=== design 1 ===
**Design 1: cell placement**

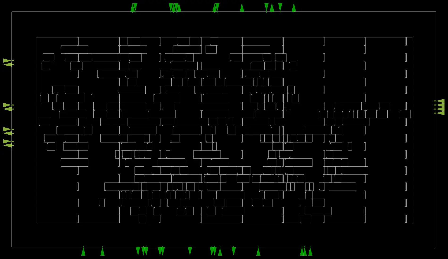

--- config.mk ---
export PLATFORM = sky130hd
export DESIGN_NAME = fifo_reader_flat
export DESIGN_NICKNAME = d
export VERILOG_FILES = /design/src/rtl/fifo_reader_if.sv /design/src/rtl/fifo_reader.sv /design/src/flat_wrapper.sv
export SDC_FILE = /design/constraint.sdc
export NUM_CORES = 1
export LEC_CHECK = 0
export ABC_CLOCK_PERIOD_IN_PS = 3400
export CAP_MARGIN = 20
export CORE_ASPECT_RATIO = 0.5
export CORE_MARGIN = 8
export CORE_UTILIZATION = 25
export CTS_CLUSTER_DIAMETER = 100
export DETAILED_ROUTE_END_ITERATION = 7
export HOLD_SLACK_MARGIN = 0.03
export PLACE_DENSITY_LB_ADDON = 0.15
export SYNTH_ARGS = -nofsm -noshare
export SYNTH_HDL_FRONTEND = slang
export SYNTH_SLANG_ARGS = --single-unit
--- constraint.sdc ---
create_clock -name clk -period 3.4 [get_ports clk]
set_input_delay 0.68 -clock clk [delete_from_list [all_inputs] [get_ports clk]]
set_output_delay 0.68 -clock clk [all_outputs]
set_load 0.1 [all_outputs]
--- src/rtl/fifo_reader_if.sv ---
// Handshake bundle for fifo_reader: upstream FIFO read port plus the
// downstream valid/ready stream. master = the reader, slave = its environment.
interface fifo_reader_if #(
   parameter int DATA_WIDTH = 8
);
   logic                  fifo_rden;
   logic                  fifo_empty;
   logic [DATA_WIDTH-1:0] fifo_data;
   logic                  m_valid;
   logic                  m_ready;
   logic [DATA_WIDTH-1:0] m_data;

   modport master (
      output fifo_rden,
      input  fifo_empty,
      input  fifo_data,
      output m_valid,
      input  m_ready,
      output m_data
   );

   modport slave (
      input  fifo_rden,
      output fifo_empty,
      output fifo_data,
      input  m_valid,
      output m_ready,
      input  m_data
   );
endinterface

--- src/rtl/fifo_reader.sv ---
// Burst reader: pulls len words from an upstream FIFO (one-cycle read
// latency) and forwards them on a valid/ready stream through a 2-entry skid
// buffer, sustaining one word per cycle when the sink is always ready.
module fifo_reader #(
   parameter int DATA_WIDTH = 8,
   parameter int CNT_WIDTH  = 8
) (
   input  logic                 clk,
   input  logic                 rst_n,
   input  logic                 start,
   input  logic [CNT_WIDTH-1:0] len,
   output logic                 busy,
   output logic                 done,
   output logic [CNT_WIDTH-1:0] rd_count,
   fifo_reader_if.master        bus
);

   typedef enum logic [1:0] {IDLE, READ, DRAIN, FINISH} state_t;

   localparam logic [CNT_WIDTH-1:0] CNT_ONE = {{(CNT_WIDTH-1){1'b0}}, 1'b1};

   state_t                state, state_nxt;
   logic [CNT_WIDTH-1:0]  remaining;
   logic                  vld_p1;      // a read was issued last cycle; fifo_data is live now
   logic [1:0]            occ;
   logic                  head;
   logic [DATA_WIDTH-1:0] skid [2];
   logic                  pop;
   logic                  tail;
   logic [1:0]            occ_after;   // occupancy once this cycle's push/pop settle
   logic                  rden;
   logic                  accept;

   assign pop       = (occ != 2'd0) && bus.m_ready;
   // A push only happens when at most one entry is held, so head+occ[0] is the free slot.
   assign tail      = head ^ occ[0];
   // pop implies occ>=1, so this never underflows; occ+vld_p1 never exceeds 2.
   assign occ_after = occ + {1'b0, vld_p1} - {1'b0, pop};
   assign accept    = (state == IDLE) && start;

   assign bus.m_valid   = (occ != 2'd0);
   assign bus.m_data    = skid[head];
   assign bus.fifo_rden = rden;

   // State register.
   always_ff @(posedge clk or negedge rst_n) begin
      if (!rst_n) state <= IDLE;
      else        state <= state_nxt;
   end

   // Next-state and control outputs; rden sees m_ready combinationally so a
   // slot freed this cycle can be refilled immediately.
   always_comb begin
      state_nxt = state;
      busy      = 1'b0;
      done      = 1'b0;
      rden      = 1'b0;
      case (state)
         IDLE: begin
            if (start) state_nxt = (len != '0) ? READ : FINISH;
         end
         READ: begin
            busy = 1'b1;
            rden = !bus.fifo_empty && (remaining != '0) && (occ_after < 2'd2);
            if (remaining == '0) state_nxt = DRAIN;
         end
         DRAIN: begin
            busy = 1'b1;
            if (!vld_p1 && (occ == 2'd0)) state_nxt = FINISH;
         end
         FINISH: begin
            done      = 1'b1;
            state_nxt = IDLE;
         end
         default: state_nxt = IDLE;
      endcase
   end

   // Burst bookkeeping: words still to request and words delivered downstream.
   always_ff @(posedge clk or negedge rst_n) begin
      if (!rst_n) begin
         remaining <= '0;
         rd_count  <= '0;
      end else if (accept) begin
         remaining <= len;
         rd_count  <= '0;
      end else begin
         if (rden) remaining <= remaining - CNT_ONE;
         if (pop)  rd_count  <= rd_count + CNT_ONE;
      end
   end

   // Read-latency stage and skid buffer; reset empties it so nothing buffered
   // or in flight survives, and m_data reads back as zero.
   always_ff @(posedge clk or negedge rst_n) begin
      if (!rst_n) begin
         vld_p1  <= 1'b0;
         occ     <= 2'd0;
         head    <= 1'b0;
         skid[0] <= '0;
         skid[1] <= '0;
      end else begin
         vld_p1 <= rden;
         if (vld_p1) skid[tail] <= bus.fifo_data;
         if (pop)    head <= ~head;
         occ <= occ_after;
      end
   end

endmodule

--- src/flat_wrapper.sv ---
// flat-port wrapper written by rule: the top's interface ports become plain ports
module fifo_reader_flat 
#(
   parameter int DATA_WIDTH = 8,
   parameter int CNT_WIDTH  = 8
)
  (clk, rst_n, start, len, busy, done, rd_count, bus_fifo_rden, bus_fifo_empty, bus_fifo_data, bus_m_valid, bus_m_ready, bus_m_data);
  fifo_reader_if #(.DATA_WIDTH(DATA_WIDTH)) bus_i ();
  input  logic clk;
  input  logic rst_n;
  input  logic start;
  input  logic [CNT_WIDTH-1:0] len;
  output logic busy;
  output logic done;
  output logic [CNT_WIDTH-1:0] rd_count;
  output wire logic [$bits(bus_i.fifo_rden)-1:0] bus_fifo_rden;
  input wire logic [$bits(bus_i.fifo_empty)-1:0] bus_fifo_empty;
  input wire logic [$bits(bus_i.fifo_data)-1:0] bus_fifo_data;
  output wire logic [$bits(bus_i.m_valid)-1:0] bus_m_valid;
  input wire logic [$bits(bus_i.m_ready)-1:0] bus_m_ready;
  output wire logic [$bits(bus_i.m_data)-1:0] bus_m_data;
  assign bus_fifo_rden = bus_i.fifo_rden;
  assign bus_i.fifo_empty = bus_fifo_empty;
  assign bus_i.fifo_data = bus_fifo_data;
  assign bus_m_valid = bus_i.m_valid;
  assign bus_i.m_ready = bus_m_ready;
  assign bus_m_data = bus_i.m_data;
  fifo_reader #(.DATA_WIDTH(DATA_WIDTH), .CNT_WIDTH(CNT_WIDTH)) u_core (.clk(clk), .rst_n(rst_n), .start(start), .len(len), .busy(busy), .done(done), .rd_count(rd_count), .bus(bus_i));
endmodule
=== design 2 ===
--- src/rtl/contador_8bits.sv ---
`default_nettype none
//--------------------------------------------------------------------
// contador_8bits: prescaled 8-bit up/down counter with free-run,
// reload-on-match and stop-on-match modes.            Rev 1.0
//--------------------------------------------------------------------
module contador_8bits #(
   parameter int PRESCALE_DIV = 50_000_000,
   parameter int PRESC_W      = 26
) (
   input  logic       iClk,
   input  logic       iReset,
   input  logic       iEnable,
   input  logic       iUpDown,
   input  logic       iLoad,
   input  logic [7:0] ivLoadValue,
   input  logic       iClear,
   input  logic [1:0] ivMode,
   input  logic       iCompareFlag,
   output logic [7:0] ovCuenta,
   output logic       oTick,
   output logic       oWrap,
   output logic       oStopped
);

   localparam logic [PRESC_W-1:0] PRESC_MAX   = PRESC_W'(PRESCALE_DIV - 1);
   localparam logic [1:0]         MODE_RELOAD = 2'b01;
   localparam logic [1:0]         MODE_STOP   = 2'b10;

   typedef enum logic [0:0] {
      ST_RUN  = 1'b0,
      ST_HALT = 1'b1
   } state_t;

   state_t             state_q,  state_d;
   logic [PRESC_W-1:0] presc_q,  presc_d;
   logic [7:0]         cuenta_q, cuenta_d;
   logic               tick_q,   tick_d;
   logic               wrap_q,   wrap_d;

   logic               step;
   logic [7:0]         cuenta_nat;
   logic               nat_wrap;

   always_comb begin
      step       = (state_q == ST_RUN) && iEnable && (presc_q == PRESC_MAX);
      cuenta_nat = iUpDown ? (cuenta_q + 8'd1) : (cuenta_q - 8'd1);
      nat_wrap   = iUpDown ? (cuenta_q == 8'hFF) : (cuenta_q == 8'h00);
   end

   // Load and clear discard a coincident step entirely: no tick, no wrap.
   always_comb begin
      state_d  = state_q;
      presc_d  = presc_q;
      cuenta_d = cuenta_q;
      tick_d   = 1'b0;
      wrap_d   = 1'b0;
      if (iLoad) begin
         cuenta_d = ivLoadValue;
         presc_d  = '0;
         state_d  = ST_RUN;
      end else if (iClear) begin
         cuenta_d = 8'h00;
         presc_d  = '0;
         state_d  = ST_RUN;
      end else if (step) begin
         presc_d = '0;
         tick_d  = 1'b1;
         if ((ivMode == MODE_RELOAD) && iCompareFlag) begin
            cuenta_d = ivLoadValue;
         end else if ((ivMode == MODE_STOP) && iCompareFlag) begin
            state_d = ST_HALT;
         end else begin
            cuenta_d = cuenta_nat;
            wrap_d   = nat_wrap;
         end
      end else if ((state_q == ST_RUN) && iEnable) begin
         presc_d = presc_q + PRESC_W'(1);
      end
   end

   always_ff @(posedge iClk) begin
      if (iReset) begin
         state_q  <= ST_RUN;
         presc_q  <= '0;
         cuenta_q <= 8'h00;
         tick_q   <= 1'b0;
         wrap_q   <= 1'b0;
      end else begin
         state_q  <= state_d;
         presc_q  <= presc_d;
         cuenta_q <= cuenta_d;
         tick_q   <= tick_d;
         wrap_q   <= wrap_d;
      end
   end

   assign ovCuenta = cuenta_q;
   assign oTick    = tick_q;
   assign oWrap    = wrap_q;
   assign oStopped = (state_q == ST_HALT);

endmodule
`default_nettype wire

--- config.mk ---
export PLATFORM = sky130hd
export DESIGN_NAME = contador_8bits
export DESIGN_NICKNAME = d
export VERILOG_FILES = /design/src/rtl/contador_8bits.sv
export SDC_FILE = /design/constraint.sdc
export NUM_CORES = 1
export LEC_CHECK = 0
export ABC_AREA = 1
export CAP_MARGIN = 5
export CORE_MARGIN = 3
export CORE_UTILIZATION = 35
export DETAILED_ROUTE_END_ITERATION = 8
export GPL_TIMING_DRIVEN = 0
export PLACE_DENSITY_LB_ADDON = 0.12
export SLEW_MARGIN = 10
export SYNTH_ARGS = -nofsm -noshare
export SYNTH_HDL_FRONTEND = slang
export SYNTH_SLANG_ARGS = --single-unit
--- constraint.sdc ---
create_clock -name iClk -period 1.57 [get_ports iClk]
set_input_delay 0.314 -clock iClk [delete_from_list [all_inputs] [get_ports iClk]]
set_output_delay 0.314 -clock iClk [all_outputs]
set_load 0.03 [all_outputs]
=== design 3 ===
<file path="config.mk">
export PLATFORM = sky130hd
export DESIGN_NAME = piezo_tone_player
export DESIGN_NICKNAME = d
export VERILOG_FILES = /design/src/rtl/piezo_pkg.sv /design/src/rtl/piezo_square_gen.sv /design/src/rtl/piezo_tone_player.sv
export SDC_FILE = /design/constraint.sdc
export NUM_CORES = 1
export LEC_CHECK = 0
export CORE_MARGIN = 2
export CORE_UTILIZATION = 35
export DETAILED_ROUTE_END_ITERATION = 10
export PLACE_DENSITY = 0.54
export SETUP_SLACK_MARGIN = 0.4
export SLEW_MARGIN = 10
export SYNTH_ARGS = -nofsm -noshare
export SYNTH_HDL_FRONTEND = slang
export SYNTH_SLANG_ARGS = --single-unit
export TNS_END_PERCENT = 5
</file>
<file path="constraint.sdc">
create_clock -name clk -period 6.8 [get_ports clk]
set_input_delay 1.36 -clock clk [delete_from_list [all_inputs] [get_ports clk]]
set_output_delay 1.36 -clock clk [all_outputs]
set_load 0.02 [all_outputs]
</file>
<file path="src/rtl/piezo_pkg.sv">
// Shared types and note table for the piezo tone player.
package piezo_pkg;

    localparam int unsigned NUM_NOTES = 5;
    localparam int unsigned IDX_W     = 3;
    localparam int unsigned CNT_W     = 32;
    localparam int unsigned SHIFT_W   = 5;

    typedef enum logic [1:0] {
        ST_IDLE = 2'd0,
        ST_PLAY = 2'd1,
        ST_GAP  = 2'd2
    } state_t;

    // Half-period in clocks for note idx (C4..G4), scaled down by shift, never below 1.
    function automatic logic [CNT_W-1:0] half_period(input logic [IDX_W-1:0] idx,
                                                     input logic [SHIFT_W-1:0] shift);
        logic [CNT_W-1:0] base;
        logic [CNT_W-1:0] hp;
        case (idx)
            3'd0:    base = 32'd191110;
            3'd1:    base = 32'd170265;
            3'd2:    base = 32'd151685;
            3'd3:    base = 32'd143172;
            default: base = 32'd127551;
        endcase
        hp = base >> shift;
        return (hp == '0) ? CNT_W'(1) : hp;
    endfunction

endpackage

</file>
<file path="src/rtl/piezo_square_gen.sv">
// Half-period counter and phase toggle; exposes the next phase so the caller can register its pin.
module piezo_square_gen
    import piezo_pkg::*;
(
    input  logic             clk,
    input  logic             reset,
    input  logic             start,
    input  logic             en,
    input  logic [CNT_W-1:0] half_period,
    output logic             phase_nxt_c
);

    logic [CNT_W-1:0] cnt;
    logic [CNT_W-1:0] cnt_nxt;
    logic             phase;

    // start begins a note on the high half; neither start nor en parks the generator low
    always_comb begin
        cnt_nxt     = '0;
        phase_nxt_c = 1'b0;
        if (start) begin
            phase_nxt_c = 1'b1;
        end else if (en) begin
            if (cnt == half_period - CNT_W'(1)) begin
                phase_nxt_c = ~phase;
            end else begin
                cnt_nxt     = cnt + CNT_W'(1);
                phase_nxt_c = phase;
            end
        end
    end

    always_ff @(posedge clk or negedge reset) begin
        if (!reset) begin
            cnt   <= '0;
            phase <= 1'b0;
        end else begin
            cnt   <= cnt_nxt;
            phase <= phase_nxt_c;
        end
    end

endmodule

</file>
<file path="src/rtl/piezo_tone_player.sv">
// Plays one fixed-length square-wave note per button press, followed by a silent gap.
module piezo_tone_player
    import piezo_pkg::*;
#(
    parameter logic [CNT_W-1:0]   TONE_CYCLES = 32'd20_000_000,
    parameter logic [CNT_W-1:0]   GAP_CYCLES  = 32'd5_000_000,
    parameter logic [SHIFT_W-1:0] HP_SHIFT    = 5'd0
) (
    input  logic                 clk,
    input  logic                 reset,
    input  logic [NUM_NOTES-1:0] btn_level,
    input  logic                 mute,
    output logic                 buzzer,
    output logic                 busy,
    output logic [IDX_W-1:0]     note_idx,
    output logic                 note_done
);

    localparam logic [CNT_W-1:0] GAP_LEN = (GAP_CYCLES == '0) ? CNT_W'(1) : GAP_CYCLES;

    state_t               state, state_nxt;
    logic [CNT_W-1:0]     dur_cnt, dur_nxt;
    logic [NUM_NOTES-1:0] btn_q;
    logic                 armed;
    logic                 pend_v, pend_v_nxt;
    logic [IDX_W-1:0]     pend_idx, pend_idx_nxt;
    logic [IDX_W-1:0]     note_idx_nxt;
    logic                 note_done_nxt;
    logic                 buzzer_nxt;
    logic [NUM_NOTES-1:0] edge_c;
    logic [IDX_W-1:0]     win_idx_c;
    logic                 start_c;
    logic                 en_c;
    logic                 phase_nxt_c;
    logic [CNT_W-1:0]     hp_c;

    // Levels already high when reset releases are not treated as presses
    assign edge_c = armed ? (btn_level & ~btn_q) : '0;
    assign hp_c   = half_period(note_idx, HP_SHIFT);

    always_comb begin
        win_idx_c = '0;
        for (int i = NUM_NOTES - 1; i >= 0; i--) begin
            if (edge_c[i]) win_idx_c = IDX_W'(i);
        end
    end

    always_comb begin
        state_nxt     = state;
        dur_nxt       = dur_cnt;
        pend_v_nxt    = pend_v;
        pend_idx_nxt  = pend_idx;
        note_idx_nxt  = note_idx;
        note_done_nxt = 1'b0;
        start_c       = 1'b0;
        case (state)
            ST_IDLE: begin
                if (|edge_c) begin
                    state_nxt    = ST_PLAY;
                    note_idx_nxt = win_idx_c;
                    dur_nxt      = '0;
                    start_c      = 1'b1;
                end
            end
            ST_PLAY: begin
                if (|edge_c) begin
                    pend_v_nxt   = 1'b1;
                    pend_idx_nxt = win_idx_c;
                end
                if (dur_cnt == TONE_CYCLES - CNT_W'(1)) begin
                    state_nxt     = ST_GAP;
                    dur_nxt       = '0;
                    note_done_nxt = 1'b1;
                end else begin
                    dur_nxt = dur_cnt + CNT_W'(1);
                end
            end
            ST_GAP: begin
                if (|edge_c) begin
                    pend_v_nxt   = 1'b1;
                    pend_idx_nxt = win_idx_c;
                end
                if (dur_cnt == GAP_LEN - CNT_W'(1)) begin
                    dur_nxt = '0;
                    if (pend_v_nxt) begin
                        state_nxt    = ST_PLAY;
                        note_idx_nxt = pend_idx_nxt;
                        pend_v_nxt   = 1'b0;
                        start_c      = 1'b1;
                    end else begin
                        state_nxt = ST_IDLE;
                    end
                end else begin
                    dur_nxt = dur_cnt + CNT_W'(1);
                end
            end
            default: begin
                state_nxt = ST_IDLE;
                dur_nxt   = '0;
            end
        endcase
    end

    assign en_c       = (state == ST_PLAY) && (state_nxt == ST_PLAY);
    assign buzzer_nxt = (state_nxt == ST_PLAY) && phase_nxt_c && !mute;

    always_ff @(posedge clk or negedge reset) begin
        if (!reset) begin
            state     <= ST_IDLE;
            dur_cnt   <= '0;
            btn_q     <= '0;
            armed     <= 1'b0;
            pend_v    <= 1'b0;
            pend_idx  <= '0;
            note_idx  <= '0;
            note_done <= 1'b0;
            buzzer    <= 1'b0;
            busy      <= 1'b0;
        end else begin
            state     <= state_nxt;
            dur_cnt   <= dur_nxt;
            btn_q     <= btn_level;
            armed     <= 1'b1;
            pend_v    <= pend_v_nxt;
            pend_idx  <= pend_idx_nxt;
            note_idx  <= note_idx_nxt;
            note_done <= note_done_nxt;
            buzzer    <= buzzer_nxt;
            busy      <= (state_nxt != ST_IDLE);
        end
    end

    piezo_square_gen u_square_gen (
        .clk         (clk),
        .reset       (reset),
        .start       (start_c),
        .en          (en_c),
        .half_period (hp_c),
        .phase_nxt_c (phase_nxt_c)
    );

endmodule

</file>

==> layout pictures side by side <==
Metal layers overlaid.
picture 1
Bar = 20 um.
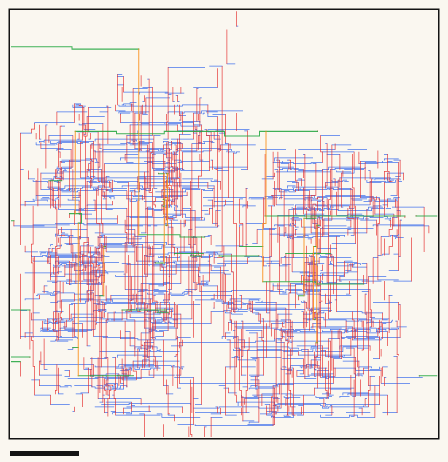
picture 2
Bar = 50 um.
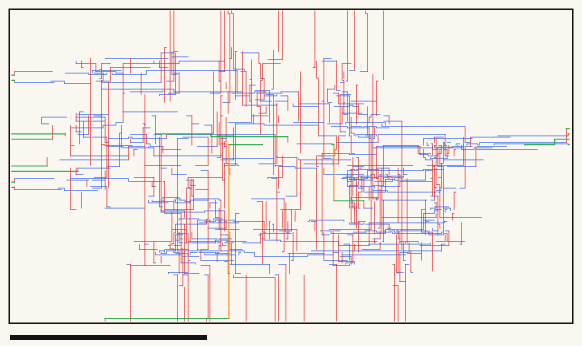
picture 3
Bar = 20 um.
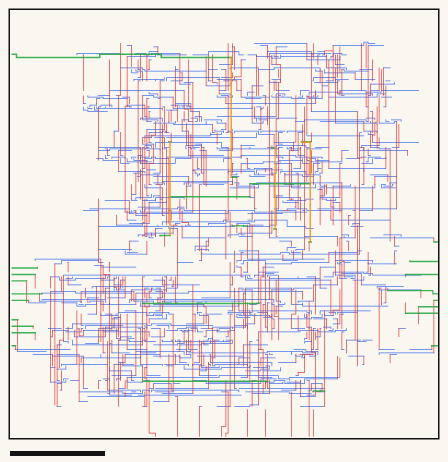
Of these, least wire: picture 2
Of these, smallest die: picture 3
Picture 1 is design 3.
Picture 2 is design 1.
Picture 3 is design 2.

**Design 2: cells by drive strength**

Bar = 20 um.
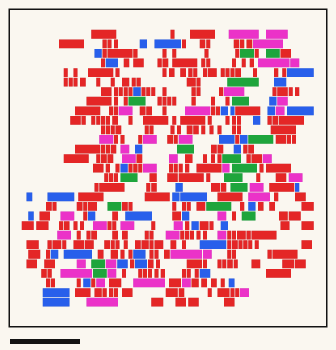
Key: blue = x2 [cells 42]; red = x1 and smaller [cells 334]; magenta = x3 and x4 [cells 41]; green = x6 and larger [cells 17]

==> summary.txt, design 2 <==
fresh numbers from the pnr run: status=complete, but fails checks, failing checks=setup timing, min-delay src=iUpDown, boundary pin count=28, WL final=6110 um, cells after synthesis=380, Num CTS Buffers=5, tool warnings=29, skew final=~2.7 ps, yosys cell count=approximately 380, Placed Area=about 2900 um^2, IO Port Bufs=26, first-pass GRT wire length=around 10000 um, comb. cell area=roughly 1700 um^2, Syn Nets=405, CTS Hold Bufs=0, delay of the slowest critical-path stage=about 250 ps, final setup vio count=1, dpl ws=-798 ps, Crit path max-delay family=simple AND/OR/NAND/NOR gates, r2r endpoint=ovCuenta[7]$_SDFFE_PP0P_, unrepaired setup endpoints after global routing=true, Synth flops=37, vias in the first global route=around 2200, most used cell, CP=nand2_1, reg-to-reg slack, setup=0 ps, biggest area cells=dfxtp_1 (30%), nand2_1 (17%), nor2_1 (9.2%), Die W=around 90 um, row count=29, fp_density=approximately 37%, CTS tree=yes, capturing element type of the critical path=register, crit path setup slack, layout=-7.09 ps, clock sinks=37, most frequent cells in the layout=nand2_1 (108), nor2_1 (53), inv_1 (39), dfxtp_1 (26), nand3_1 (17), most numerous logic cell after layout=nand2_1, core area=about 6600 um^2, distinct lib cells=37, Syn Std Cell Area=roughly 2500 um^2, post-route cell area=about 3300 um^2, n_diodes=0, Post-Syn Area per Cell=about 6.5 um^2
[design 2: cell type report]
| type | count | area share (%) |
|---|---|---|
| Multi-Input combinational cell | 297 | 52.4 |
| Sequential cell | 37 | 22.8 |
| Timing Repair Buffer | 45 | 12.5 |
| Inverter | 44 | 5.37 |
| Tap cell | 93 | 3.49 |
| Clock buffer | 8 | 2.41 |
| Buffer | 3 | 1.05 |
[design 2: layer usage]
metal | global-route usage [%] | wire, um | vias up
li1 | - | - | 1312
met1 | 22.1 | 3280 | 1066
met2 | 22.0 | 2540 | 35
met3 | 3.17 | 210 | 10
met4 | 4.46 | 84 | 0
met5 | 0 | 0 | -
[design 2: cell families after synthesis]
group,count (synthesis),share of synthesized area (%)
and+or+nand+nor,246,47.3
xor gates and xnor gates,10,3.56
adders and majority gates,8,4.37
buffers and inverters,47,7.52
DFF,37,30.1
AOI/OAI and AO/OA,32,7.12
[design 2: registers in the layout, indices dropped and copies added, names as in the netlist]
| name | flops |
|---|---|
| oStopped | 1 |
| oTick | 1 |
| oWrap | 1 |
| presc_q | 26 |
| ovCuenta | 8 |
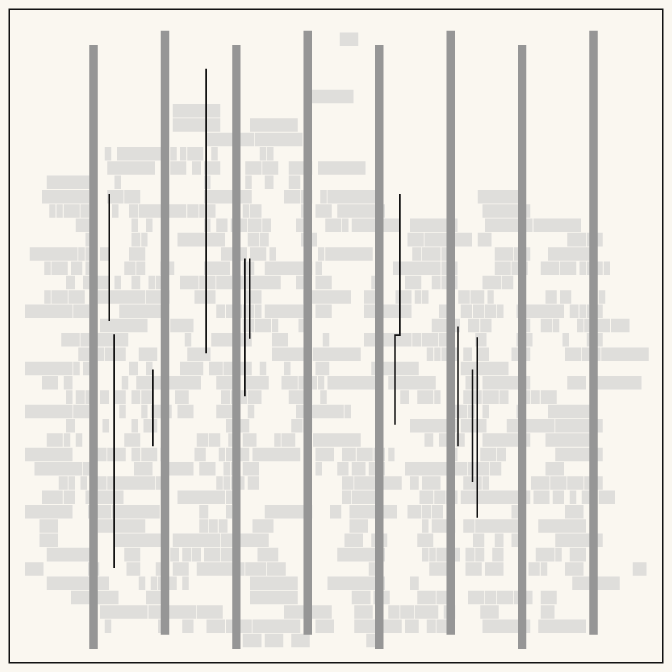
**Above:** design 3 (met4 routing).
Supply wires on this layer in grey.
The layer carries 299 um of wire. The longest straight run is 53.7 um.
WL final: 11400 um
via count: 3821

==> summary.txt, design 3 <==
fresh numbers from the pnr run: clk root buf=clkbuf_16, Die W=124 um, Dominant combinational family=simple AND/OR/NAND/NOR gates, dpl ws=roughly 2700 ps, Synth top area share=~41%, H-Tree Depth=3, Syn Nets=between 500 and 600, flop share of the area=a little under two fifths, Logic inverters=21, GRT overflow=0, vias in the first global route=around 3800, worst slew pin tran=roughly 1100 ps, distinct lib cells=~73, skew final=7.60 ps, Num CTS Buffers=9, registers=roughly 83, Post-Syn Area per Cell=9.78 um^2, minimum clock period=3710 ps, max_cap viols=0, status=finished, final reports clean, Syn Std Cell Area=5030 um^2, post-route cell area=5540 um^2, tool warnings=29, non-filler instance count after layout=between 700 and 800, Post-Synth Simple-Gate Area=a little under a third, placed cells=about 690, Crit path max-delay family=simple AND/OR/NAND/NOR gates, Max-slew headroom=between 20 and 30%, biggest area cells=dfrtp_1 (41%), xnor2_1 (5.7%), nor3_2 (4.4%), clock sinks=~83, crit start category=input pin, Non-CTS buffers=14, yosys xor share=approximately a tenth, row count=~43, Vias/cell=between 5 and 6, worst path arrival time=about 4000 ps, capturing element type of the critical path=register, R2R Path Start=note_idx[2]$_DFFE_PN0P_, sum of buffers and inverters on the critical path=1
-- design 3: worst min path at each step --
| stage | slack (ps) | cells after the start | to | start |
|---|---|---|---|---|
| after floorplan | 470 | 1 | pend_idx[0]$_DFFE_PN0P_ | pend_idx[0]$_DFFE_PN0P_ |
| after global placement | 490 | 1 | pend_idx[0]$_DFFE_PN0P_ | pend_idx[0]$_DFFE_PN0P_ |
| after detailed placement | 500 | 1 | pend_idx[0]$_DFFE_PN0P_ | pend_idx[0]$_DFFE_PN0P_ |
| after CTS | 520 | 1 | pend_idx[0]$_DFFE_PN0P_ | pend_idx[0]$_DFFE_PN0P_ |
| after global routing | 540 | 1 | pend_idx[1]$_DFFE_PN0P_ | pend_idx[1]$_DFFE_PN0P_ |
| final | 520 | 1 | pend_idx[0]$_DFFE_PN0P_ | pend_idx[0]$_DFFE_PN0P_ |
-- design 3: per-layer routing --
layer | routed length, um | global-route usage [%]
met1 | 5460 | 21.9
met2 | 5270 | 25.7
met3 | 328 | 3.85
met4 | 298 | 7.53
met5 | 0 | 0
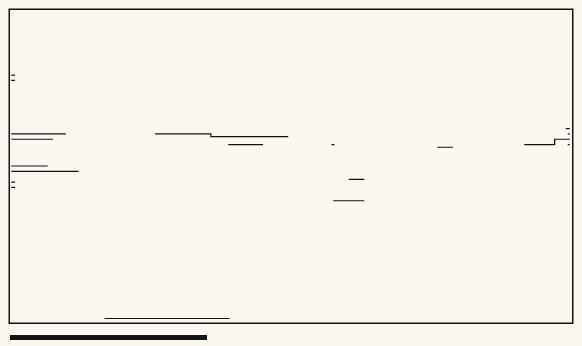
**Above:** design 1 (M3 wires).
Bar = 50 um.
16 nets have wire on it. The layer carries 156 um of wire.

Notes on 'cell placement' of design 1 above:
Layout fillers: 820
row count: 23
non-filler instance count after layout: 339
flop share of the area: 35.7%
registers: 38

==> summary.txt, design 1 <==
fresh numbers from the pnr run: via count=roughly 1500, delay of the slowest critical-path stage=400 ps, routed len/inst=14.2 um, Max-slew headroom=between 30% and 40%, routed wl met3=about 160 um, skew final=roughly 1.8 ps, slowest stage cell, crit path=clkdlybuf4s50_1, initial antenna violation count=0, biggest area cells=dfrtp_1 (47%), mux2_2 (13%), ha_1 (6.2%), fin crit share=95.0%, unrepaired setup endpoints after global routing=false, r2r endpoint=u_core.remaining[7]$_DFFE_PN0P_, GP Congestion=between 0.7 and 0.8, DRC=0, capturing element type of the critical path=primary output, worst endpoint required time=between 2000 and 3000 ps, share of cells above drive strength 1=approximately 30%, worst slew pin tran=between 900 and 1000 ps, area leader, netlist=dfrtp_1, Final Max Tran Viols=0, Fin. Hold Viols=0, Largest regs=u_core.skid x16, u_core.rd_count x8, u_core.remaining x8, Num CTS Buffers=5, clk root buf=clkbuf_16, Post-DRT Antenna Nets=0, core area=a little under 8000 um^2, status=finished, final reports clean, Synth top cells by count=dfrtp_1 (38), mux2_2 (24), nor2_1 (17), ha_1 (10), inv_1 (10), crit path setup slack, layout=169 ps, max reg flops=16, R2R Path Start=u_core.occ[1]$_DFF_PN0_, CTS resizes=0, most numerous logic cell after layout=dfrtp_1, most frequent cells in the layout=dfrtp_1 (38), mux2_2 (24), buf_4 (22), clkdlybuf4s50_1 (20), nor2_1 (16), GR Util met2=15.6%, main flop type=dfrtp_1, largest net degree at the start of global routing=39, crit start category=input pin, yosys cell count=roughly 180, M1 GR Usage=10.4%, Hold EP=u_core.skid[4]$_DFFE_PN0P_, FMAX=slightly above 0.3 GHz, Chip Area, Yosys=approximately 2000 um^2
## design 1: critical path: cells and delay by family
| family | cells | cell delay [ps] |
|---|---|---|
| AND-OR/OR-AND | 1 | 110 |
| XOR/XNOR | 2 | 350 |
| buffers and inverters | 5 | 790 |
| adder cells (fa/ha/maj) | 2 | 480 |
| AND/OR/NAND/NOR | 1 | 160 |
## design 1: cells by family after synthesis
group,count (synthesis),synth area share (%)
compound gates,24,8.15
xor+xnor,10,5.10
fa+ha+maj,10,6.22
buf+inv,16,3.92
flops,38,47.3
mux,26,14.4
simple gates,56,14.9
## design 1: cell type report
| cell class | instances | area, um^2 |
|---|---|---|
| clock buffer | 6 | 139 |
| sequential | 38 | 951 |
| tap | 112 | 140 |
| fill | 820 | 5250 |
| timing repair buffer | 44 | 390 |
| clock inverter | 2 | 12.5 |
| multi-input combinational | 126 | 990 |
| inverter | 11 | 41.3 |

